######## block 1 ########
block_1/pdn.png
Drawn at 6 px/µm. Pins as bars on the die edge. Tap cells in gray.
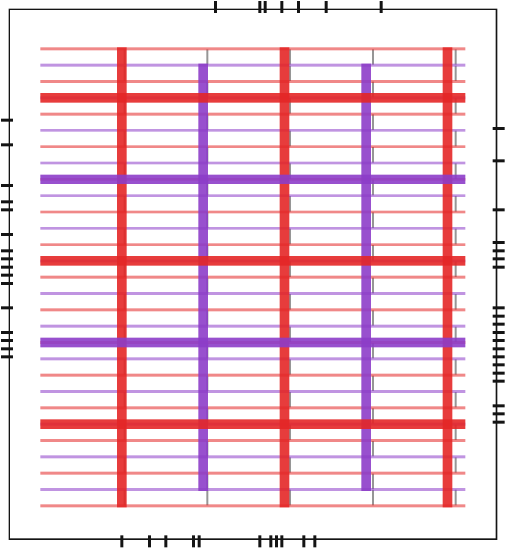

$ cat src/rtl/cct_output_signature_if.sv
// rtl/cct_output_signature_if.sv - sample/result bundle for the output signature compactor
interface cct_output_signature_if #(
   parameter int WIDTH = 8
);
   logic             start;
   logic             sample_en;
   logic [WIDTH-1:0] cct_output;
   logic [WIDTH-1:0] signature;
   logic [WIDTH-1:0] min_value;
   logic [WIDTH-1:0] max_value;
   logic [15:0]      sample_count;
   logic             busy;
   logic             done;

   modport master (
      output start, sample_en, cct_output,
      input  signature, min_value, max_value, sample_count, busy, done
   );

   modport slave (
      input  start, sample_en, cct_output,
      output signature, min_value, max_value, sample_count, busy, done
   );
endinterface

$ cat src/rtl/cct_output_signature.sv
// rtl/cct_output_signature.sv - MISR compactor with min/max tracking over a sample window
module cct_output_signature #(
   parameter int               WIDTH  = 8,
   parameter int               WINDOW = 256,
   parameter logic [WIDTH-1:0] POLY   = 8'hB8,
   parameter logic [WIDTH-1:0] SEED   = 8'hFF
) (
   input  logic                   clk,
   input  logic                   clear,
   cct_output_signature_if.slave  bus
);

   typedef enum logic [1:0] {
      IDLE    = 2'd0,
      CAPTURE = 2'd1,
      DONE    = 2'd2
   } state_t;

   localparam logic [15:0] LAST_COUNT = 16'(WINDOW - 1);

   state_t           state;
   state_t           state_next;
   logic [WIDTH-1:0] sig_q;
   logic [WIDTH-1:0] min_q;
   logic [WIDTH-1:0] max_q;
   logic [15:0]      count_q;
   logic             load;
   logic             take;
   logic             last;
   logic             fb;

   // A new run may only be launched from IDLE or DONE; start is ignored mid-run.
   assign load = (state != CAPTURE) && bus.start;
   assign take = (state == CAPTURE) && bus.sample_en;
   assign last = take && (count_q == LAST_COUNT);
   assign fb   = ^(sig_q & POLY);

   // State register; clear wins over everything, including start.
   always_ff @(posedge clk or posedge clear) begin
      if (clear) begin
         state <= IDLE;
      end else begin
         state <= state_next;
      end
   end

   // Next-state decode: start launches a run, the window-completing sample ends it.
   always_comb begin
      state_next = state;
      case (state)
         IDLE:    if (bus.start) state_next = CAPTURE;
         CAPTURE: if (last)      state_next = DONE;
         DONE:    if (bus.start) state_next = CAPTURE;
         default: state_next = IDLE;
      endcase
   end

   // Datapath: seed on launch, compact each enabled sample while capturing, hold otherwise.
   always_ff @(posedge clk or posedge clear) begin
      if (clear) begin
         sig_q   <= SEED;
         min_q   <= '1;
         max_q   <= '0;
         count_q <= '0;
      end else if (load) begin
         sig_q   <= SEED;
         min_q   <= '1;
         max_q   <= '0;
         count_q <= '0;
      end else if (take) begin
         sig_q   <= {sig_q[WIDTH-2:0], fb} ^ bus.cct_output;
         count_q <= count_q + 16'd1;
         if (bus.cct_output < min_q) min_q <= bus.cct_output;
         if (bus.cct_output > max_q) max_q <= bus.cct_output;
      end
   end

   assign bus.signature    = sig_q;
   assign bus.min_value    = min_q;
   assign bus.max_value    = max_q;
   assign bus.sample_count = count_q;
   assign bus.busy         = (state == CAPTURE);
   assign bus.done         = (state == DONE);

endmodule

$ cat src/flat_wrapper.sv
// flat-port wrapper written by rule: the top's interface ports become plain ports
module cct_output_signature_flat 
#(
   parameter int               WIDTH  = 8,
   parameter int               WINDOW = 256,
   parameter logic [WIDTH-1:0] POLY   = 8'hB8,
   parameter logic [WIDTH-1:0] SEED   = 8'hFF
)
  (clk, clear, bus_start, bus_sample_en, bus_cct_output, bus_signature, bus_min_value, bus_max_value, bus_sample_count, bus_busy, bus_done);
  cct_output_signature_if #(.WIDTH(WIDTH)) bus_i ();
  input  logic clk;
  input  logic clear;
  input wire logic [$bits(bus_i.start)-1:0] bus_start;
  input wire logic [$bits(bus_i.sample_en)-1:0] bus_sample_en;
  input wire logic [$bits(bus_i.cct_output)-1:0] bus_cct_output;
  output wire logic [$bits(bus_i.signature)-1:0] bus_signature;
  output wire logic [$bits(bus_i.min_value)-1:0] bus_min_value;
  output wire logic [$bits(bus_i.max_value)-1:0] bus_max_value;
  output wire logic [$bits(bus_i.sample_count)-1:0] bus_sample_count;
  output wire logic [$bits(bus_i.busy)-1:0] bus_busy;
  output wire logic [$bits(bus_i.done)-1:0] bus_done;
  assign bus_i.start = bus_start;
  assign bus_i.sample_en = bus_sample_en;
  assign bus_i.cct_output = bus_cct_output;
  assign bus_signature = bus_i.signature;
  assign bus_min_value = bus_i.min_value;
  assign bus_max_value = bus_i.max_value;
  assign bus_sample_count = bus_i.sample_count;
  assign bus_busy = bus_i.busy;
  assign bus_done = bus_i.done;
  cct_output_signature #(.WIDTH(WIDTH), .WINDOW(WINDOW), .POLY(POLY), .SEED(SEED)) u_core (.clk(clk), .clear(clear), .bus(bus_i));
endmodule
$ cat config.mk
export PLATFORM = sky130hd
export DESIGN_NAME = cct_output_signature_flat
export DESIGN_NICKNAME = d
export VERILOG_FILES = /design/src/rtl/cct_output_signature_if.sv /design/src/rtl/cct_output_signature.sv /design/src/flat_wrapper.sv
export SDC_FILE = /design/constraint.sdc
export NUM_CORES = 1
export LEC_CHECK = 0
export CAP_MARGIN = 0
export CELL_PAD_IN_SITES_DETAIL_PLACEMENT = 0
export CELL_PAD_IN_SITES_GLOBAL_PLACEMENT = 1
export CORE_ASPECT_RATIO = 1.1
export CORE_MARGIN = 5
export CORE_UTILIZATION = 43
export CTS_BUF_LIST = sky130_fd_sc_hd__clkbuf_8
export CTS_CLUSTER_SIZE = 20
export DETAILED_ROUTE_END_ITERATION = 12
export PLACE_DENSITY = 0.9
export SYNTH_ARGS = -nofsm -noshare
export SYNTH_HDL_FRONTEND = slang
export SYNTH_SLANG_ARGS = --single-unit
$ cat constraint.sdc
create_clock -name clk -period 5.5 [get_ports clk]
set_clock_uncertainty 0.1 [all_clocks]
set_input_delay 1.1 -clock clk [delete_from_list [all_inputs] [get_ports clk]]
set_output_delay 1.1 -clock clk [all_outputs]
set_load 0.05 [all_outputs]
######## block 2 ########
<file path="src/rtl/multicycle_main_controller_if.sv">
// Control bundle between the multi-cycle controller and the RV32I datapath/memory.
// Handshake: mem_req stays high until mem_ready is seen with the minimum wait satisfied.
interface multicycle_main_controller_if;
    logic [6:0] op;
    logic [2:0] funct3;
    logic       zero;
    logic       lt;
    logic       mem_ready;
    logic       mem_req;
    logic       mem_write;
    logic       adr_src;
    logic       ir_write;
    logic       pc_write;
    logic       reg_write;
    logic [1:0] alu_src_a;
    logic [1:0] alu_src_b;
    logic [1:0] alu_op;
    logic [1:0] result_src;
    logic [2:0] imm_src;
    logic       instr_done;
    logic       illegal;

    modport master (
        output op, funct3, zero, lt, mem_ready,
        input  mem_req, mem_write, adr_src, ir_write, pc_write, reg_write,
        input  alu_src_a, alu_src_b, alu_op, result_src, imm_src, instr_done, illegal
    );

    modport slave (
        input  op, funct3, zero, lt, mem_ready,
        output mem_req, mem_write, adr_src, ir_write, pc_write, reg_write,
        output alu_src_a, alu_src_b, alu_op, result_src, imm_src, instr_done, illegal
    );
endinterface

</file>
<file path="src/rtl/multicycle_main_controller.sv">
// Main control FSM of the multi-cycle RV32I datapath: fetch/decode/execute/memory/writeback
// sequencing with a memory ready handshake, branch evaluation and illegal-opcode trapping.
module multicycle_main_controller #(
    parameter int MEM_WAIT = 0,
    parameter int WAIT_W   = 4
) (
    input  logic                           clk,
    input  logic                           rst,
    multicycle_main_controller_if.slave    bus,
    output logic [3:0]                     state_o
);
    localparam logic [6:0] OP_LOAD  = 7'b0000011;
    localparam logic [6:0] OP_STORE = 7'b0100011;
    localparam logic [6:0] OP_R     = 7'b0110011;
    localparam logic [6:0] OP_I     = 7'b0010011;
    localparam logic [6:0] OP_BR    = 7'b1100011;
    localparam logic [6:0] OP_JAL   = 7'b1101111;
    localparam logic [6:0] OP_JALR  = 7'b1100111;
    localparam logic [6:0] OP_LUI   = 7'b0110111;

    typedef enum logic [3:0] {
        FETCH, DECODE, MEM_ADR, MEM_READ, MEM_WB, MEM_WRITE, EXEC_R,
        EXEC_I, ALU_WB, BRANCH, JAL, JALR_ADR, LUI, TRAP
    } state_e;

    state_e              state_q, state_d;
    logic [WAIT_W-1:0]   wcnt_q, wcnt_d;
    logic                illegal_q, illegal_d;
    logic                wait_met, done, taken, in_mem;

    generate
        if (MEM_WAIT == 0) begin : g_no_wait
            assign wait_met = 1'b1;
        end else begin : g_wait
            assign wait_met = (wcnt_q >= WAIT_W'(MEM_WAIT));
        end
    endgenerate

    assign done    = bus.mem_ready && wait_met;
    assign in_mem  = (state_q == FETCH) || (state_q == MEM_READ) || (state_q == MEM_WRITE);
    assign state_o = state_q;

    always_comb begin
        taken = 1'b0;
        case (bus.funct3)
            3'b000:  taken = bus.zero;
            3'b001:  taken = !bus.zero;
            3'b100:  taken = bus.lt;
            3'b101:  taken = !bus.lt;
            default: taken = 1'b0;
        endcase
    end

    always_ff @(posedge clk or posedge rst) begin
        if (rst) begin
            state_q   <= FETCH;
            wcnt_q    <= '0;
            illegal_q <= 1'b0;
        end else begin
            state_q   <= state_d;
            wcnt_q    <= wcnt_d;
            illegal_q <= illegal_d;
        end
    end

    always_comb begin
        state_d = state_q;
        case (state_q)
            FETCH:     if (done) state_d = DECODE;
            DECODE: begin
                case (bus.op)
                    OP_LOAD, OP_STORE: state_d = MEM_ADR;
                    OP_R:              state_d = EXEC_R;
                    OP_I:              state_d = EXEC_I;
                    OP_BR:             state_d = BRANCH;
                    OP_JAL:            state_d = JAL;
                    OP_JALR:           state_d = JALR_ADR;
                    OP_LUI:            state_d = LUI;
                    default:           state_d = TRAP;
                endcase
            end
            MEM_ADR:   state_d = (bus.op == OP_LOAD) ? MEM_READ : MEM_WRITE;
            MEM_READ:  if (done) state_d = MEM_WB;
            MEM_WRITE: if (done) state_d = FETCH;
            MEM_WB, ALU_WB, BRANCH, LUI: state_d = FETCH;
            EXEC_R, EXEC_I, JAL:         state_d = ALU_WB;
            JALR_ADR:  state_d = JAL;
            TRAP:      state_d = TRAP;
            default:   state_d = FETCH;
        endcase

        // Wait counter restarts on every state change so each access is timed on its own.
        wcnt_d = wcnt_q;
        if (state_d != state_q)          wcnt_d = '0;
        else if (in_mem && wcnt_q != '1) wcnt_d = wcnt_q + 1'b1;

        illegal_d = illegal_q || (state_d == TRAP);
    end

    always_comb begin
        bus.mem_req    = 1'b0;
        bus.mem_write  = 1'b0;
        bus.adr_src    = 1'b0;
        bus.ir_write   = 1'b0;
        bus.pc_write   = 1'b0;
        bus.reg_write  = 1'b0;
        bus.instr_done = 1'b0;
        bus.alu_src_a  = 2'b00;
        bus.alu_src_b  = 2'b00;
        bus.alu_op     = 2'b00;
        bus.result_src = 2'b00;
        case (state_q)
            FETCH: begin
                bus.mem_req = 1'b1; bus.alu_src_b = 2'b10; bus.result_src = 2'b10;
                bus.ir_write = done; bus.pc_write = done;
            end
            DECODE:    begin bus.alu_src_a = 2'b01; bus.alu_src_b = 2'b01; end
            MEM_ADR:   begin bus.alu_src_a = 2'b10; bus.alu_src_b = 2'b01; end
            MEM_READ:  begin bus.mem_req = 1'b1; bus.adr_src = 1'b1; end
            MEM_WB:    begin bus.result_src = 2'b01; bus.reg_write = 1'b1; bus.instr_done = 1'b1; end
            MEM_WRITE: begin
                bus.mem_req = 1'b1; bus.mem_write = 1'b1; bus.adr_src = 1'b1;
                bus.instr_done = done;
            end
            EXEC_R:    begin bus.alu_src_a = 2'b10; bus.alu_op = 2'b10; end
            EXEC_I:    begin bus.alu_src_a = 2'b10; bus.alu_src_b = 2'b01; bus.alu_op = 2'b10; end
            ALU_WB:    begin bus.reg_write = 1'b1; bus.instr_done = 1'b1; end
            BRANCH: begin
                bus.alu_src_a = 2'b10; bus.alu_op = 2'b01;
                bus.pc_write = taken; bus.instr_done = 1'b1;
            end
            JAL:       begin bus.alu_src_a = 2'b01; bus.alu_src_b = 2'b10; bus.pc_write = 1'b1; end
            JALR_ADR:  begin bus.alu_src_a = 2'b10; bus.alu_src_b = 2'b01; end
            LUI:       begin bus.result_src = 2'b11; bus.reg_write = 1'b1; bus.instr_done = 1'b1; end
            default:   ;
        endcase
        // Strobes are held off while reset is asserted so an in-flight access never writes.
        if (rst) begin
            bus.mem_req    = 1'b0;
            bus.mem_write  = 1'b0;
            bus.ir_write   = 1'b0;
            bus.pc_write   = 1'b0;
            bus.reg_write  = 1'b0;
            bus.instr_done = 1'b0;
        end
    end

    assign bus.illegal = illegal_q;

    always_comb begin
        case (bus.op)
            OP_STORE: bus.imm_src = 3'b001;
            OP_BR:    bus.imm_src = 3'b010;
            OP_LUI:   bus.imm_src = 3'b011;
            OP_JAL:   bus.imm_src = 3'b100;
            default:  bus.imm_src = 3'b000;
        endcase
    end
endmodule

</file>
<file path="src/flat_wrapper.sv">
// flat-port wrapper written by rule: the top's interface ports become plain ports
module multicycle_main_controller_flat 
#(
    parameter int MEM_WAIT = 0,
    parameter int WAIT_W   = 4
)
  (clk, rst, state_o, bus_op, bus_funct3, bus_zero, bus_lt, bus_mem_ready, bus_mem_req, bus_mem_write, bus_adr_src, bus_ir_write, bus_pc_write, bus_reg_write, bus_alu_src_a, bus_alu_src_b, bus_alu_op, bus_result_src, bus_imm_src, bus_instr_done, bus_illegal);
  multicycle_main_controller_if bus_i ();
  input  logic clk;
  input  logic rst;
  output logic [3:0] state_o;
  input wire logic [$bits(bus_i.op)-1:0] bus_op;
  input wire logic [$bits(bus_i.funct3)-1:0] bus_funct3;
  input wire logic [$bits(bus_i.zero)-1:0] bus_zero;
  input wire logic [$bits(bus_i.lt)-1:0] bus_lt;
  input wire logic [$bits(bus_i.mem_ready)-1:0] bus_mem_ready;
  output wire logic [$bits(bus_i.mem_req)-1:0] bus_mem_req;
  output wire logic [$bits(bus_i.mem_write)-1:0] bus_mem_write;
  output wire logic [$bits(bus_i.adr_src)-1:0] bus_adr_src;
  output wire logic [$bits(bus_i.ir_write)-1:0] bus_ir_write;
  output wire logic [$bits(bus_i.pc_write)-1:0] bus_pc_write;
  output wire logic [$bits(bus_i.reg_write)-1:0] bus_reg_write;
  output wire logic [$bits(bus_i.alu_src_a)-1:0] bus_alu_src_a;
  output wire logic [$bits(bus_i.alu_src_b)-1:0] bus_alu_src_b;
  output wire logic [$bits(bus_i.alu_op)-1:0] bus_alu_op;
  output wire logic [$bits(bus_i.result_src)-1:0] bus_result_src;
  output wire logic [$bits(bus_i.imm_src)-1:0] bus_imm_src;
  output wire logic [$bits(bus_i.instr_done)-1:0] bus_instr_done;
  output wire logic [$bits(bus_i.illegal)-1:0] bus_illegal;
  assign bus_i.op = bus_op;
  assign bus_i.funct3 = bus_funct3;
  assign bus_i.zero = bus_zero;
  assign bus_i.lt = bus_lt;
  assign bus_i.mem_ready = bus_mem_ready;
  assign bus_mem_req = bus_i.mem_req;
  assign bus_mem_write = bus_i.mem_write;
  assign bus_adr_src = bus_i.adr_src;
  assign bus_ir_write = bus_i.ir_write;
  assign bus_pc_write = bus_i.pc_write;
  assign bus_reg_write = bus_i.reg_write;
  assign bus_alu_src_a = bus_i.alu_src_a;
  assign bus_alu_src_b = bus_i.alu_src_b;
  assign bus_alu_op = bus_i.alu_op;
  assign bus_result_src = bus_i.result_src;
  assign bus_imm_src = bus_i.imm_src;
  assign bus_instr_done = bus_i.instr_done;
  assign bus_illegal = bus_i.illegal;
  multicycle_main_controller #(.MEM_WAIT(MEM_WAIT), .WAIT_W(WAIT_W)) u_core (.clk(clk), .rst(rst), .bus(bus_i), .state_o(state_o));
endmodule
</file>
<file path="config.mk">
export PLATFORM = sky130hd
export DESIGN_NAME = multicycle_main_controller_flat
export DESIGN_NICKNAME = d
export VERILOG_FILES = /design/src/rtl/multicycle_main_controller_if.sv /design/src/rtl/multicycle_main_controller.sv /design/src/flat_wrapper.sv
export SDC_FILE = /design/constraint.sdc
export NUM_CORES = 1
export LEC_CHECK = 0
export CORE_UTILIZATION = 34
export DETAILED_ROUTE_END_ITERATION = 10
export PLACE_DENSITY = 0.81
export REMOVE_ABC_BUFFERS = 1
export SLEW_MARGIN = 20
export SYNTH_ARGS = -nofsm -noshare
export SYNTH_HDL_FRONTEND = slang
export SYNTH_SLANG_ARGS = --single-unit
export TNS_END_PERCENT = 10
</file>
<file path="constraint.sdc">
create_clock -name clk -period 1.91 [get_ports clk]
set_clock_uncertainty 0.2 [all_clocks]
set_input_delay 0.382 -clock clk [delete_from_list [all_inputs] [get_ports clk]]
set_output_delay 0.382 -clock clk [all_outputs]
set_load 0.02 [all_outputs]
</file>
block_1/final_congestion.png
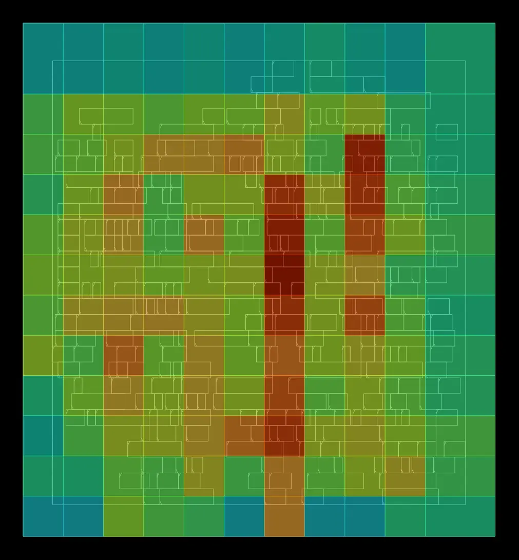
met1 Usage GRT: 0.2157
DR WL/cell: 14.26 µm

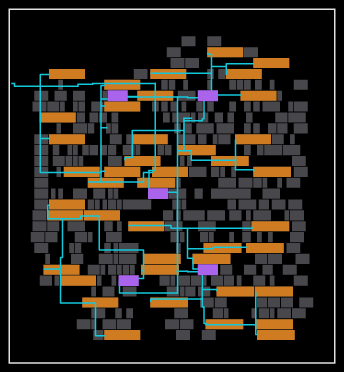
block_1/clock_map.png
Drawn at 4 px/µm.
[purple] cells driving clock nets | count: 5
[cyan] clock wires | length: 598 µm
[orange] flip-flops | count: 42
flops lie: all over the die
routed clock nets: 6

## Picture notes: block_1/pdn.png
| color | net |
|---|---|
| purple | VDD |
| red | VSS |
tap cells: 75
met5 straps: 5
rows: 28
met1 rails: 29
signal pins: 54

==> Changelog: implementation, block 1 <==
### Changed

- Die H: 88.07 µm
- Max FO, Critical Path: 16
- Startpoint types: primary input
- Mean Syn Cell Area: between 9 and 10 µm²
- Crit-path max cell delay: between 0.9 and 1 ns
- Pwr per Cell Area: 535.7 nW/µm²
- Crit share post-route: 0.5858
- Critical path class: primary input to flip-flop
- Crit path buf inv count: 1
- Post-Syn Area: around 2400 µm²
- Core Region: between 5000 and 6000 µm²
- Crit path required time: between 5 and 6 ns
- NonClk Buf Share: 0.1753
- Yosys simple share: 0.1822
- Slowest stage cell, crit path: o31ai_2
- Pin count of the biggest net entering global routing: between 40 and 50
- Detailed placer's ending HPWL: 3844 µm
- Initial core utilization: 0.4416
- Die X: 80.97 µm
- Syn Nets: 272
- Status: complete, no violations
- Combinational gate area: 1194 µm²
- Largest Pwr Group: combinational cells
- Fillers: 520
- MI comb cells: 173
- Ant diodes: 0
block 1: how the worst max path moves through the flow:
stage | from | endpoint | cells past startpoint
2_1_floorplan | bus_cct_output[7] | u_core.bus.min_value[0] | 7
4_1_cts | bus_cct_output[7] | u_core.bus.min_value[3] | 6
3_5_place_dp | bus_cct_output[7] | u_core.bus.min_value[0] | 6
3_3_place_gp | bus_cct_output[7] | u_core.bus.min_value[0] | 6
5_1_grt | bus_cct_output[7] | u_core.bus.min_value[3] | 6
6_report | bus_cct_output[7] | u_core.bus.min_value[3] | 6
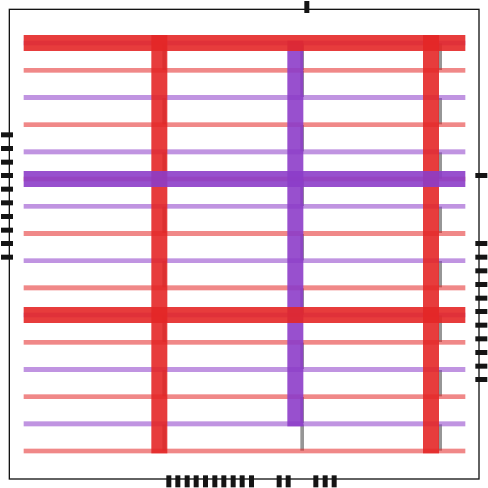
block_2/pdn.png
Drawn at 10 px/µm. Pins as bars on the die edge. Tap cells in gray.
| color | net |
|---|---|
| red | VSS |
| purple | VDD |
rows: 15
signal pins: 38
met1 rails: 16

==> Changelog: implementation, block 2 <==
### Changed

- Status: complete, but fails checks
- Failing checks: negative setup slack
- Setup Viol. Count Final: 16
- CP endpoint: bus_pc_write
- Final worst slack: -0.3258 ns
- WL met1: approximately 1200 µm
- # hold bufs at CTS: 0
- Post_cts resized: 138
- Combinational gate area: approximately 630 µm²
- Final ANT Viol Nets: 0
- DP Area: 1366 µm²
- YS chip area: just under 700 µm²
- Signal buffers: ~83
- Core Region: approximately 1800 µm²
- Yosys cell types: 39
- Top cells, area: dfrtp_1 (18%), nand2_1 (7.7%), nor3_1 (5.9%)
- Arrival @ worst endpoint: 1.65 ns
- Post-synthesis cell count: 98
- Clock root buffer master: clkbuf_4
- Highest metal used: met4
- Switch Pwr: around 0.00089 W
- H-tree levels: 1
- Pint: between 0.001 and 0.0015 W
- Clock power share: 0.066
- Total gr overflow: 0
- Crit. End Element: output port
## block 2: worst min-delay path by stage
stage	slack [ns]	depth (start not counted)	start	to
6_report	0.16	3	rst	u_core.state_o[2]
4_1_cts	0.16	3	rst	u_core.state_o[0]
3_5_place_dp	0.27	1	u_core.bus.illegal	u_core.bus.illegal
5_1_grt	0.18	3	rst	u_core.state_o[2]
2_1_floorplan	-0.03	1	rst	u_core.bus.illegal
3_3_place_gp	0.26	1	u_core.bus.illegal	u_core.bus.illegal

######## block 3 ########
block_3/metal_stack.png
Drawn at 1 px/µm.
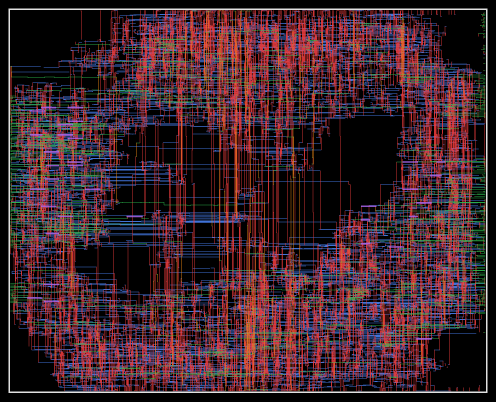

===== config.mk =====
export PLATFORM = sky130hd
export DESIGN_NAME = plab5_mcore_refill_xbar
export DESIGN_NICKNAME = d
export VERILOG_FILES = /design/src/rtl/plab5_mcore_refill_xbar.sv
export SDC_FILE = /design/constraint.sdc
export NUM_CORES = 1
export LEC_CHECK = 0
export CAP_MARGIN = 20
export CORE_ASPECT_RATIO = 0.8
export CORE_MARGIN = 2
export CORE_UTILIZATION = 35
export DETAILED_ROUTE_END_ITERATION = 8
export GPL_ROUTABILITY_DRIVEN = 1
export PLACE_DENSITY_LB_ADDON = 0.3
export RECOVER_POWER = 100
export SYNTH_ARGS = -nofsm -noshare
export SYNTH_HDL_FRONTEND = slang
export SYNTH_SLANG_ARGS = --single-unit
export TNS_END_PERCENT = 10

===== constraint.sdc =====
create_clock -name clk -period 26.5 [get_ports clk]
set_input_delay 5.3 -clock clk [delete_from_list [all_inputs] [get_ports clk]]
set_output_delay 5.3 -clock clk [all_outputs]
set_load 0.1 [all_outputs]

===== src/rtl/plab5_mcore_refill_xbar.sv =====
// Domain-aware N-port refill crossbar: per-input FIFOs drained by per-output round-robin arbiters.
// Optional per-input domain-stall counters are enabled with PLAB5_MCORE_REFILL_XBAR_STATS_EN.
module plab5_mcore_refill_xbar #(
   parameter int p_num_ports   = 4,
   parameter int p_msg_nbits   = 77,
   parameter int p_sd_nbits    = 1,
   parameter int p_queue_depth = 4,
   parameter int c_dest_nbits  = $clog2(p_num_ports)
) (
   input  logic                                  clk,
   input  logic                                  reset,
   input  logic [p_num_ports*p_msg_nbits-1:0]    in_msg,
   input  logic [p_num_ports*c_dest_nbits-1:0]   in_dest,
   input  logic [p_num_ports*p_sd_nbits-1:0]     in_sd,
   input  logic [p_num_ports-1:0]                in_val,
   output logic [p_num_ports-1:0]                in_rdy,
   output logic [p_num_ports*p_msg_nbits-1:0]    out_msg,
   output logic [p_num_ports*c_dest_nbits-1:0]   out_src,
   output logic [p_num_ports-1:0]                out_val,
   input  logic [p_num_ports-1:0]                out_rdy,
   input  logic [p_sd_nbits-1:0]                 cur_sd,
   output logic [p_num_ports*16-1:0]             stall_cnt
);
   localparam int c_ptr_nbits = $clog2(p_queue_depth);
   localparam int c_cnt_nbits = c_ptr_nbits + 1;
   localparam int c_ent_nbits = p_msg_nbits + c_dest_nbits + p_sd_nbits;

   logic [c_ent_nbits-1:0]  buf_q    [p_num_ports][p_queue_depth];
   logic [c_ent_nbits-1:0]  buf_d    [p_num_ports][p_queue_depth];
   logic [c_ptr_nbits-1:0]  rd_ptr_q [p_num_ports];
   logic [c_ptr_nbits-1:0]  rd_ptr_d [p_num_ports];
   logic [c_ptr_nbits-1:0]  wr_ptr_q [p_num_ports];
   logic [c_ptr_nbits-1:0]  wr_ptr_d [p_num_ports];
   logic [c_cnt_nbits-1:0]  count_q  [p_num_ports];
   logic [c_cnt_nbits-1:0]  count_d  [p_num_ports];
   logic [c_dest_nbits-1:0] rr_ptr_q [p_num_ports];
   logic [c_dest_nbits-1:0] rr_ptr_d [p_num_ports];

   logic [c_ent_nbits-1:0]  head_ent  [p_num_ports];
   logic [p_msg_nbits-1:0]  head_msg  [p_num_ports];
   logic [c_dest_nbits-1:0] head_dest [p_num_ports];
   logic [p_sd_nbits-1:0]   head_sd   [p_num_ports];
   logic [p_num_ports-1:0]  elig;
   logic [p_num_ports-1:0]  enq;
   logic [p_num_ports-1:0]  deq;

   // Ready looks only at our own occupancy, so other-domain traffic can never block injection.
   always_comb begin
      for (int i = 0; i < p_num_ports; i++) begin
         head_ent[i]  = buf_q[i][rd_ptr_q[i]];
         head_msg[i]  = head_ent[i][p_msg_nbits-1:0];
         head_dest[i] = head_ent[i][p_msg_nbits +: c_dest_nbits];
         head_sd[i]   = head_ent[i][c_ent_nbits-1 -: p_sd_nbits];
         elig[i]      = (count_q[i] != '0) && (head_sd[i] == cur_sd);
         in_rdy[i]    = !reset && (count_q[i] < c_cnt_nbits'(p_queue_depth));
      end
   end

   always_comb begin : arb
      logic found;
      int   gnt;
      int   idx;
      out_val  = '0;
      out_msg  = '0;
      out_src  = '0;
      deq      = '0;
      rr_ptr_d = rr_ptr_q;
      found    = 1'b0;
      gnt      = 0;
      idx      = 0;
      for (int i = 0; i < p_num_ports; i++) begin
         if (elig[i] && (int'(head_dest[i]) >= p_num_ports)) deq[i] = 1'b1;
      end
      for (int j = 0; j < p_num_ports; j++) begin
         found = 1'b0;
         gnt   = 0;
         for (int k = 0; k < p_num_ports; k++) begin
            idx = int'(rr_ptr_q[j]) + k;
            if (idx >= p_num_ports) idx = idx - p_num_ports;
            if (!found && elig[idx] && (int'(head_dest[idx]) == j)) begin
               found = 1'b1;
               gnt   = idx;
            end
         end
         out_val[j]                           = found;
         out_msg[j*p_msg_nbits +: p_msg_nbits] = head_msg[gnt];
         out_src[j*c_dest_nbits +: c_dest_nbits] = c_dest_nbits'(gnt);
         if (found && out_rdy[j]) begin
            deq[gnt]    = 1'b1;
            rr_ptr_d[j] = (gnt == p_num_ports - 1) ? '0 : c_dest_nbits'(gnt + 1);
         end
      end
   end

   always_comb begin
      buf_d = buf_q;
      for (int i = 0; i < p_num_ports; i++) begin
         enq[i]      = in_val[i] && in_rdy[i];
         rd_ptr_d[i] = rd_ptr_q[i] + c_ptr_nbits'(deq[i]);
         wr_ptr_d[i] = wr_ptr_q[i] + c_ptr_nbits'(enq[i]);
         count_d[i]  = count_q[i] + c_cnt_nbits'(enq[i]) - c_cnt_nbits'(deq[i]);
         if (enq[i]) begin
            buf_d[i][wr_ptr_q[i]] = {in_sd[i*p_sd_nbits +: p_sd_nbits],
                                     in_dest[i*c_dest_nbits +: c_dest_nbits],
                                     in_msg[i*p_msg_nbits +: p_msg_nbits]};
         end
      end
   end

   always_ff @(posedge clk) begin
      buf_q <= buf_d;
   end

   always_ff @(posedge clk) begin
      if (reset) begin
         for (int i = 0; i < p_num_ports; i++) begin
            rd_ptr_q[i] <= '0;
            wr_ptr_q[i] <= '0;
            count_q[i]  <= '0;
            rr_ptr_q[i] <= '0;
         end
      end else begin
         rd_ptr_q <= rd_ptr_d;
         wr_ptr_q <= wr_ptr_d;
         count_q  <= count_d;
         rr_ptr_q <= rr_ptr_d;
      end
   end

`ifdef PLAB5_MCORE_REFILL_XBAR_STATS_EN
   logic [15:0] stall_q [p_num_ports];
   logic [15:0] stall_d [p_num_ports];

   // A stall is a non-empty FIFO whose head belongs to a domain that is not scheduled.
   always_comb begin
      stall_cnt = '0;
      for (int i = 0; i < p_num_ports; i++) begin
         stall_d[i] = stall_q[i];
         if ((count_q[i] != '0) && (head_sd[i] != cur_sd) && (stall_q[i] != 16'hFFFF))
            stall_d[i] = stall_q[i] + 16'd1;
         stall_cnt[i*16 +: 16] = stall_q[i];
      end
   end

   always_ff @(posedge clk) begin
      if (reset) begin
         for (int i = 0; i < p_num_ports; i++) stall_q[i] <= '0;
      end else begin
         stall_q <= stall_d;
      end
   end
`else
   assign stall_cnt = '0;
`endif

endmodule


######## block 4 ########
<file path="src/rtl/obi_pkg.sv">
// ============================================================================
// Module      : obi_pkg
// Description : Shared OBI bus widths and response metadata type.
// Revision    : 1.0 - initial release
// ============================================================================
`default_nettype none

package obi_pkg;

    localparam int ADDR_W = 32;
    localparam int DATA_W = 32;
    localparam int BE_W   = 4;

    typedef struct packed {
        logic valid;
        logic we;
        logic err;
    } obi_resp_meta_t;

endpackage

`default_nettype wire

</file>
<file path="src/rtl/obi_resp_pipe.sv">
// ============================================================================
// Module      : obi_resp_pipe
// Description : DEPTH-stage response delay line for metadata and read data.
// Revision    : 1.0 - initial release
// ============================================================================
`default_nettype none

module obi_resp_pipe
    import obi_pkg::*;
#(
    parameter int DEPTH = 1
) (
    input  logic                clk_i,
    input  logic                rst_ni,
    input  obi_resp_meta_t      meta_i,
    input  logic [DATA_W-1:0]   rdata_i,
    output obi_resp_meta_t      meta_o,
    output logic [DATA_W-1:0]   rdata_o
);

    obi_resp_meta_t [DEPTH-1:0] r_meta;
    logic [DATA_W-1:0]          w_data_tail;

    always_ff @(posedge clk_i or negedge rst_ni) begin
        if (!rst_ni) begin
            r_meta <= '0;
        end else begin
            r_meta[0] <= meta_i;
            for (int i = 1; i < DEPTH; i++) begin
                r_meta[i] <= r_meta[i-1];
            end
        end
    end

    // Read data arrives one cycle after the handshake, so it needs one stage fewer.
    generate
        if (DEPTH == 1) begin : g_direct
            assign w_data_tail = rdata_i;
        end else begin : g_stages
            logic [DEPTH-2:0][DATA_W-1:0] r_data;

            always_ff @(posedge clk_i or negedge rst_ni) begin
                if (!rst_ni) begin
                    r_data <= '0;
                end else begin
                    r_data[0] <= rdata_i;
                    for (int i = 1; i < DEPTH - 1; i++) begin
                        r_data[i] <= r_data[i-1];
                    end
                end
            end

            assign w_data_tail = r_data[DEPTH-2];
        end
    endgenerate

    assign meta_o  = r_meta[DEPTH-1];
    assign rdata_o = (meta_o.valid && !meta_o.we && !meta_o.err) ? w_data_tail : '0;

endmodule

`default_nettype wire

</file>
<file path="src/rtl/obi_sram_responder.sv">
// ============================================================================
// Module      : obi_sram_responder
// Description : OBI subordinate front-end for an external single-port SRAM.
// Revision    : 1.0 - initial release
// ============================================================================
`default_nettype none

module obi_sram_responder
    import obi_pkg::*;
#(
    parameter int  DEPTH_WORDS = 256,
    parameter int  GNT_WAIT    = 0,
    parameter int  RESP_LAT    = 1,
    localparam int SRAM_AW     = $clog2(DEPTH_WORDS)
) (
    input  logic                clk_i,
    input  logic                rst_ni,
    input  logic                req_i,
    output logic                gnt_o,
    input  logic [ADDR_W-1:0]   addr_i,
    input  logic                we_i,
    input  logic [BE_W-1:0]     be_i,
    input  logic [DATA_W-1:0]   wdata_i,
    output logic                rvalid_o,
    output logic [DATA_W-1:0]   rdata_o,
    output logic                err_o,
    output logic                sram_en_o,
    output logic                sram_we_o,
    output logic [BE_W-1:0]     sram_be_o,
    output logic [SRAM_AW-1:0]  sram_addr_o,
    output logic [DATA_W-1:0]   sram_wdata_o,
    input  logic [DATA_W-1:0]   sram_rdata_i
);

    localparam logic [2:0] c_gnt_wait = 3'(GNT_WAIT);

    logic [2:0]     r_wait_cnt;
    logic           w_hs;
    logic           w_in_range;
    obi_resp_meta_t w_meta_in;
    obi_resp_meta_t w_meta_out;

    // Grant is held low while reset is asserted so nothing is accepted mid-reset.
    assign gnt_o      = req_i && rst_ni && (r_wait_cnt == c_gnt_wait);
    assign w_hs       = req_i && gnt_o;
    assign w_in_range = ({2'b00, addr_i[ADDR_W-1:2]} < 32'(DEPTH_WORDS));

    always_ff @(posedge clk_i or negedge rst_ni) begin
        if (!rst_ni) begin
            r_wait_cnt <= '0;
        end else if (!req_i || w_hs) begin
            r_wait_cnt <= '0;
        end else begin
            r_wait_cnt <= r_wait_cnt + 3'd1;
        end
    end

    assign sram_en_o    = w_hs && w_in_range;
    assign sram_we_o    = we_i;
    assign sram_be_o    = we_i ? be_i : '0;
    assign sram_addr_o  = addr_i[SRAM_AW+1:2];
    assign sram_wdata_o = wdata_i;

    assign w_meta_in = '{valid: w_hs, we: we_i, err: w_hs && !w_in_range};

    obi_resp_pipe #(
        .DEPTH (RESP_LAT)
    ) u_resp_pipe (
        .clk_i   (clk_i),
        .rst_ni  (rst_ni),
        .meta_i  (w_meta_in),
        .rdata_i (sram_rdata_i),
        .meta_o  (w_meta_out),
        .rdata_o (rdata_o)
    );

    assign rvalid_o = w_meta_out.valid;
    assign err_o    = w_meta_out.valid && w_meta_out.err;

endmodule

`default_nettype wire

</file>
<file path="config.mk">
export PLATFORM = sky130hd
export DESIGN_NAME = obi_sram_responder
export DESIGN_NICKNAME = d
export VERILOG_FILES = /design/src/rtl/obi_pkg.sv /design/src/rtl/obi_resp_pipe.sv /design/src/rtl/obi_sram_responder.sv
export SDC_FILE = /design/constraint.sdc
export NUM_CORES = 1
export LEC_CHECK = 0
export ABC_AREA = 1
export CAP_MARGIN = 5
export CORE_MARGIN = 5
export CORE_UTILIZATION = 20
export DETAILED_ROUTE_END_ITERATION = 12
export PLACE_DENSITY_LB_ADDON = 0.2
export SLEW_MARGIN = 20
export SYNTH_ARGS = -nofsm -noshare
export SYNTH_HDL_FRONTEND = slang
export SYNTH_SLANG_ARGS = --single-unit
</file>
<file path="constraint.sdc">
create_clock -name clk_i -period 1.9 [get_ports clk_i]
set_input_delay 0.38 -clock clk_i [delete_from_list [all_inputs] [get_ports clk_i]]
set_output_delay 0.38 -clock clk_i [all_outputs]
set_load 0.01 [all_outputs]
</file>
######## block 5 ########
--- src/rtl/hilo_unit.sv ---
// HI/LO register pair and MULT sequencer behind the Booth radix-4 multiplier.
// Optional multiply-accumulate capture is enabled by defining HILO_MADD_EN.
module hilo_unit #(
  parameter int unsigned MUL_LAT = 1,
  parameter int unsigned CNT_W   = 4
) (
  input  logic        clock,
  input  logic        reset_n,
  input  logic        start,
  input  logic        acc,
  input  logic [31:0] src_a,
  input  logic [31:0] src_b,
  input  logic        mthi,
  input  logic        mtlo,
  input  logic [31:0] wdata,
  input  logic        mf_req,
  output logic [31:0] mul_a,
  output logic [31:0] mul_b,
  input  logic [63:0] prod,
  output logic [31:0] hi,
  output logic [31:0] lo,
  output logic        busy,
  output logic        done,
  output logic        stall,
  output logic        wr_err
);

  localparam int unsigned DATA_W = 32;

  typedef enum logic [1:0] {
    ST_IDLE = 2'd0,
    ST_WAIT = 2'd1,
    ST_CAPT = 2'd2
  } state_e;

  state_e              state_q;
  logic [CNT_W-1:0]    cnt_q;
  logic [DATA_W-1:0]   mul_a_q;
  logic [DATA_W-1:0]   mul_b_q;
  logic [DATA_W-1:0]   hi_q;
  logic [DATA_W-1:0]   lo_q;
  logic                busy_q;
  logic                done_q;
  logic                wr_err_q;
  logic [2*DATA_W-1:0] capt_val;

`ifdef HILO_MADD_EN
  logic acc_q;

  // Accumulate adds the product to whatever HI/LO hold at the capture edge.
  assign capt_val = acc_q ? ({hi_q, lo_q} + prod) : prod;
`else
  logic unused_acc;

  assign unused_acc = acc;
  assign capt_val   = prod;
`endif

  always_ff @(posedge clock or negedge reset_n) begin
    if (!reset_n) begin
      state_q  <= ST_IDLE;
      cnt_q    <= '0;
      mul_a_q  <= '0;
      mul_b_q  <= '0;
      hi_q     <= '0;
      lo_q     <= '0;
      busy_q   <= 1'b0;
      done_q   <= 1'b0;
      wr_err_q <= 1'b0;
`ifdef HILO_MADD_EN
      acc_q    <= 1'b0;
`endif
    end else begin
      done_q <= 1'b0;
      case (state_q)
        ST_IDLE: begin
          if (mthi) hi_q <= wdata;
          if (mtlo) lo_q <= wdata;
          if (start) begin
            mul_a_q <= src_a;
            mul_b_q <= src_b;
            cnt_q   <= CNT_W'(MUL_LAT);
            busy_q  <= 1'b1;
            state_q <= ST_WAIT;
`ifdef HILO_MADD_EN
            acc_q   <= acc;
`endif
          end
        end
        ST_WAIT: begin
          if (mthi || mtlo) wr_err_q <= 1'b1;
          cnt_q <= cnt_q - CNT_W'(1);
          if (cnt_q == CNT_W'(1)) state_q <= ST_CAPT;
        end
        ST_CAPT: begin
          if (mthi || mtlo) wr_err_q <= 1'b1;
          {hi_q, lo_q} <= capt_val;
          busy_q       <= 1'b0;
          done_q       <= 1'b1;
          state_q      <= ST_IDLE;
        end
        default: begin
          busy_q  <= 1'b0;
          state_q <= ST_IDLE;
        end
      endcase
    end
  end

  // The CPU must hold any HI/LO-touching instruction while a multiply is in flight.
  assign stall  = busy_q & (start | mf_req | mthi | mtlo);

  assign mul_a  = mul_a_q;
  assign mul_b  = mul_b_q;
  assign hi     = hi_q;
  assign lo     = lo_q;
  assign busy   = busy_q;
  assign done   = done_q;
  assign wr_err = wr_err_q;

endmodule

--- config.mk ---
export PLATFORM = sky130hd
export DESIGN_NAME = hilo_unit
export DESIGN_NICKNAME = d
export VERILOG_FILES = /design/src/rtl/hilo_unit.sv
export SDC_FILE = /design/constraint.sdc
export NUM_CORES = 1
export LEC_CHECK = 0
export ABC_AREA = 1
export ABC_CLOCK_PERIOD_IN_PS = 1800
export CORE_MARGIN = 10
export CORE_UTILIZATION = 40
export DETAILED_ROUTE_END_ITERATION = 6
export GPL_ROUTABILITY_DRIVEN = 0
export PLACE_DENSITY = 0.87
export SYNTH_ARGS = -nofsm -noshare
export SYNTH_HDL_FRONTEND = slang
export SYNTH_SLANG_ARGS = --single-unit
--- constraint.sdc ---
create_clock -name clock -period 1.8 [get_ports clock]
set_input_delay 0.18 -clock clock [delete_from_list [all_inputs] [get_ports clock]]
set_output_delay 0.18 -clock clock [all_outputs]
set_load 0.02 [all_outputs]
block_4/pdn.png
Drawn at 6 px/µm. Pins as bars on the die edge. Tap cells in gray.
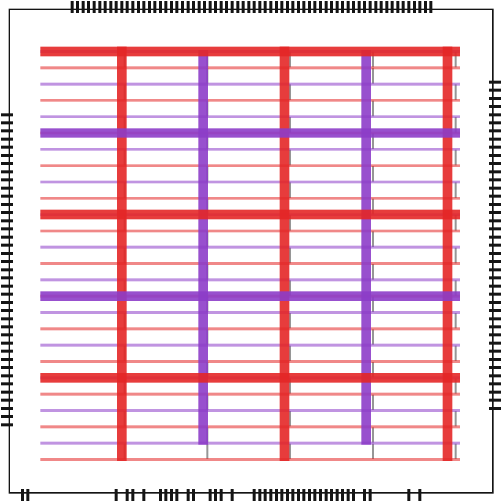
| color | net |
|---|---|
| purple | VDD |
| red | VSS |
met5 straps: 5
rows: 25
signal pins: 185
tap cells: 67

==> Changelog: implementation, block 4 <==
### Changed

- Status: complete, no violations
- Maximum clock frequency: 0.5433 GHz
- Clk tree area frac: 0.02384
- Fraction of area in registers: 0.08671
- Main logic family: buffers and inverters
- Clk_skew: 0.0004058 ns
- OpenROAD warnings: 29
- Fillers: between 500 and 600
- YS chip area: 989.7 µm²
- CTS buffer count: 3
- Placer congestion estimate: around 0.66
- Initial drt markers: 13
- Crit-path max cell delay: around 0.53 ns
- H-tree levels: 1
- Setup bufs post-CTS: 0
- Top Layout Cells: clkdlybuf4s50_1 (66), inv_1 (44), nor2_1 (38)
- Max FO, Critical Path: 1
- Share of power burned in registers: 0.243
- Pwr per Cell Area: about 340 nW/µm²
- Well Taps: approximately 67
## block 4: metrics by stage
stage / total power (W) / setup TNS (ns) / setup slack, ns / hold WS (ns)
finish: 0.0005901 / 0 / 0.05954 / 0.4873
global route: 0.0006319 / -0.01160 / -0.01160 / 0.5118
CTS: 0.0006028 / 0 / 0.009720 / 0.4935
detailed placement: 0.0004299 / -2.972 / -0.3653 / 0.5122
global placement: 0.0004295 / -3.163 / -0.3716 / 0.5162
floorplan: 0.0003190 / 0 / 0.3527 / 0.08441
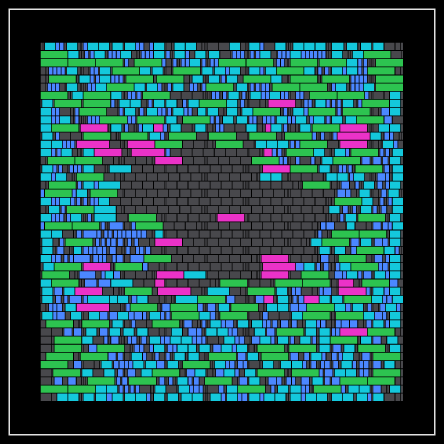
block_5/cell_classes.png
Drawn at 3 px/µm. Fill, decap, tap and diode cells in gray.
| color | class | cells | share of their area |
|---|---|---|---|
| magenta | clock drivers and dummy loads | 30 | 7.1% |
| cyan | other buffers and delay cells | 314 | 34% |
| green | flip-flops | 137 | 36% |
| blue | all other logic | 472 | 23% |

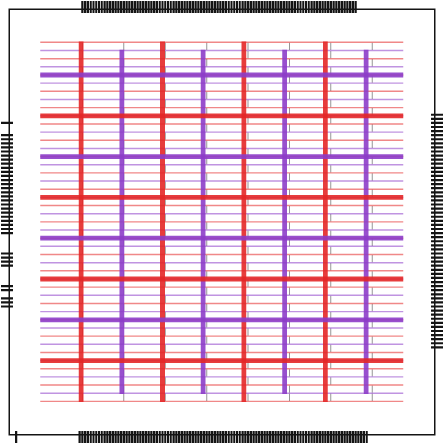
block_5/pdn.png
Drawn at 3 px/µm. Pins as bars on the die edge. Tap cells in gray.
| color | net |
|---|---|
| red | VSS |
| purple | VDD |
rows: 44
tap cells: 184
met1 rails: 45
met5 straps: 8
met4 straps: 8

==> Changelog: implementation, block 5 <==
### Changed

- DR WL/cell: 18.14 µm
- Switch Pwr: just under 0.007 W
- Most common cell in the synthesized netlist: nand2_1
- Top cells, area: dfrtp_1 (58%), nand2_1 (19%), o21a_1 (8.2%)
- Final ANT Viol Nets: 0
- Die ar.: roughly 20000 µm²
- Via-to-Cell Ratio: around 5
- Slowest stage cell, crit path: clkdlybuf4s50_1
- Initial drt markers: between 300 and 400
- GR Util met2: 0.3587
- Max-slew violations: 0
- Status: complete, no violations
- WL met2: between 10000 and 15000 µm
- Final hold slack: approximately 0.3 ns
- Hold Vio Cnt, Final: 0
- Global-route wire length before repair: around 32000 µm
- # port buffers: 297
- CP endpoint: stall
- Critical path class: flip-flop to output port
- Share of layout cells above drive strength 1: 0.05771
- Highest metal used: met4
- Top Layout Cells: nand2_1 (303), clkdlybuf4s50_1 (296), dfrtp_1 (137)
- Die H: between 100 and 150 µm
- Ys flop type: dfrtp_1
- Max_slew headroom: 0.6541
- Die X: about 140 µm
- Clock root buffer master: clkbuf_16
block 5: cells by family after synthesis:
| family | synth area share |
|---|---|
| compound gates | 0.08944 |
| fa+ha+maj | 0.01062 |
| buf+inv | 0.05587 |
| flops | 0.5821 |
| simple gates | 0.2620 |
block 5: final cells by class:
cell class | instances | area (µm²) | share of cell area
clock inverter | 11 | 219.0 | 0.02249
sequential | 137 | 3428 | 0.3521
tap | 184 | 230.2 | 0.02365
clock buffer | 19 | 452.9 | 0.04652
multi-input combinational | 459 | 2140 | 0.2198
timing repair buffer | 314 | 3217 | 0.3304
inverter | 13 | 48.80 | 0.005012
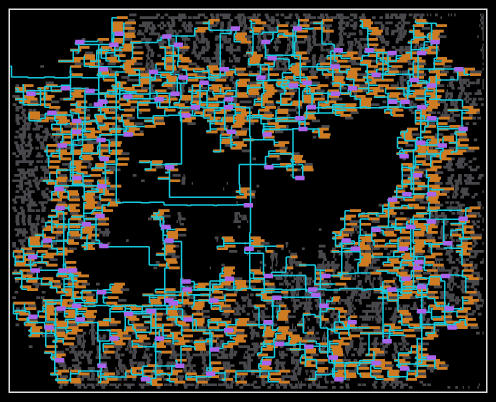
block_3/clock_map.png
Drawn at 1 px/µm.
[cyan] clock wires | length: 16700 µm
[purple] cells driving clock nets | count: 142
[orange] flip-flops | count: 1316
routed clock nets: 143

About block_3/metal_stack.png:
| color | layer | wire length |
|---|---|---|
| green | met3 | 14600 µm |
| blue | met1 | 82.6 mm |
| red | met2 | 99.9 mm |
| purple | met5 | 420 µm |
| orange | met4 | 6900 µm |

==> Changelog: implementation, block 3 <==
### Changed

- Max-slew violations: ~1800
- MaxCap Viol Count: 49
- Worst-Margin Slew: 7.470 ns
- DR WL/cell: roughly 30 µm
- WL met2: around 100000 µm
- Post_cts resized: 0
- Status: complete, but fails checks
- Ys Warns: 0
- Fillers: 15690
- Crit share post-route: 0.7543
- Crit-path leading delay family: buffers and inverters
- Inverter count: between 40 and 50
- Ys cells: ~3600
- Startpoint types: primary input
- Failing checks: max-capacitance violations, max-slew violations
- DP Area: 71370 µm²
- Post-synth regs: between 1000 and 1500
- Worst path most repeated cell: mux2i_1
==> block 3: sequential cells by signal, summed over array words and instances (netlist names) <==
signal,count
rr_ptr_q,8
rd_ptr_q,8
wr_ptr_q,8
count_q,12
buf_q,1280
==> block 3: power breakdown <==
part           leakage (nW)  internal, W  total [W]  switching, W
clock network          2.16      0.00110    0.00195      0.000842
logic                  12.0     0.000979    0.00416       0.00318
registers              11.9      0.00239    0.00244     0.0000563
total                  26.0      0.00447    0.00855       0.00408


## Gallery

Signal wires by layer.
image #1
Drawn at 6 px/µm.
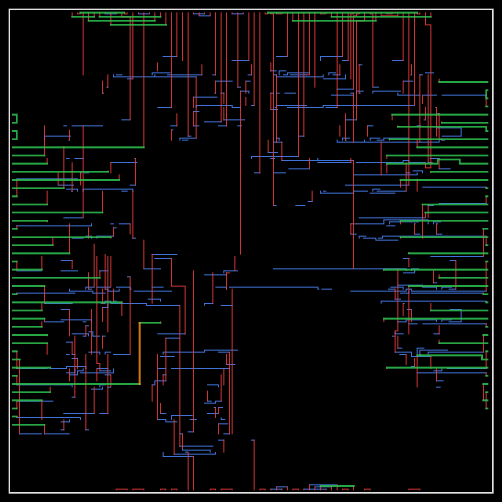
image #2
Drawn at 10 px/µm.
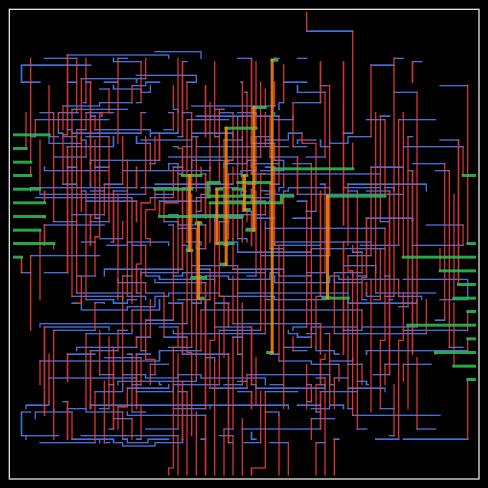
image #3
Drawn at 3 px/µm.
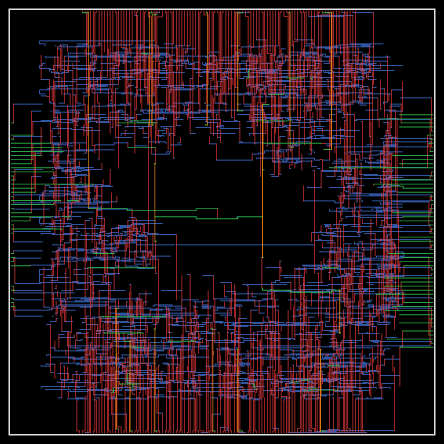
image #4
Drawn at 6 px/µm.
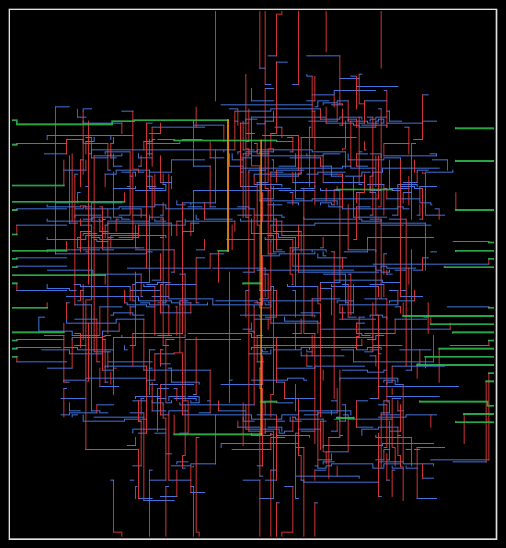
- block 1 = image #4
- block 2 = image #2
- block 5 = image #3
- block 4 = image #1

Power figures rest on the tool's default switching activity, not on a simulated workload.
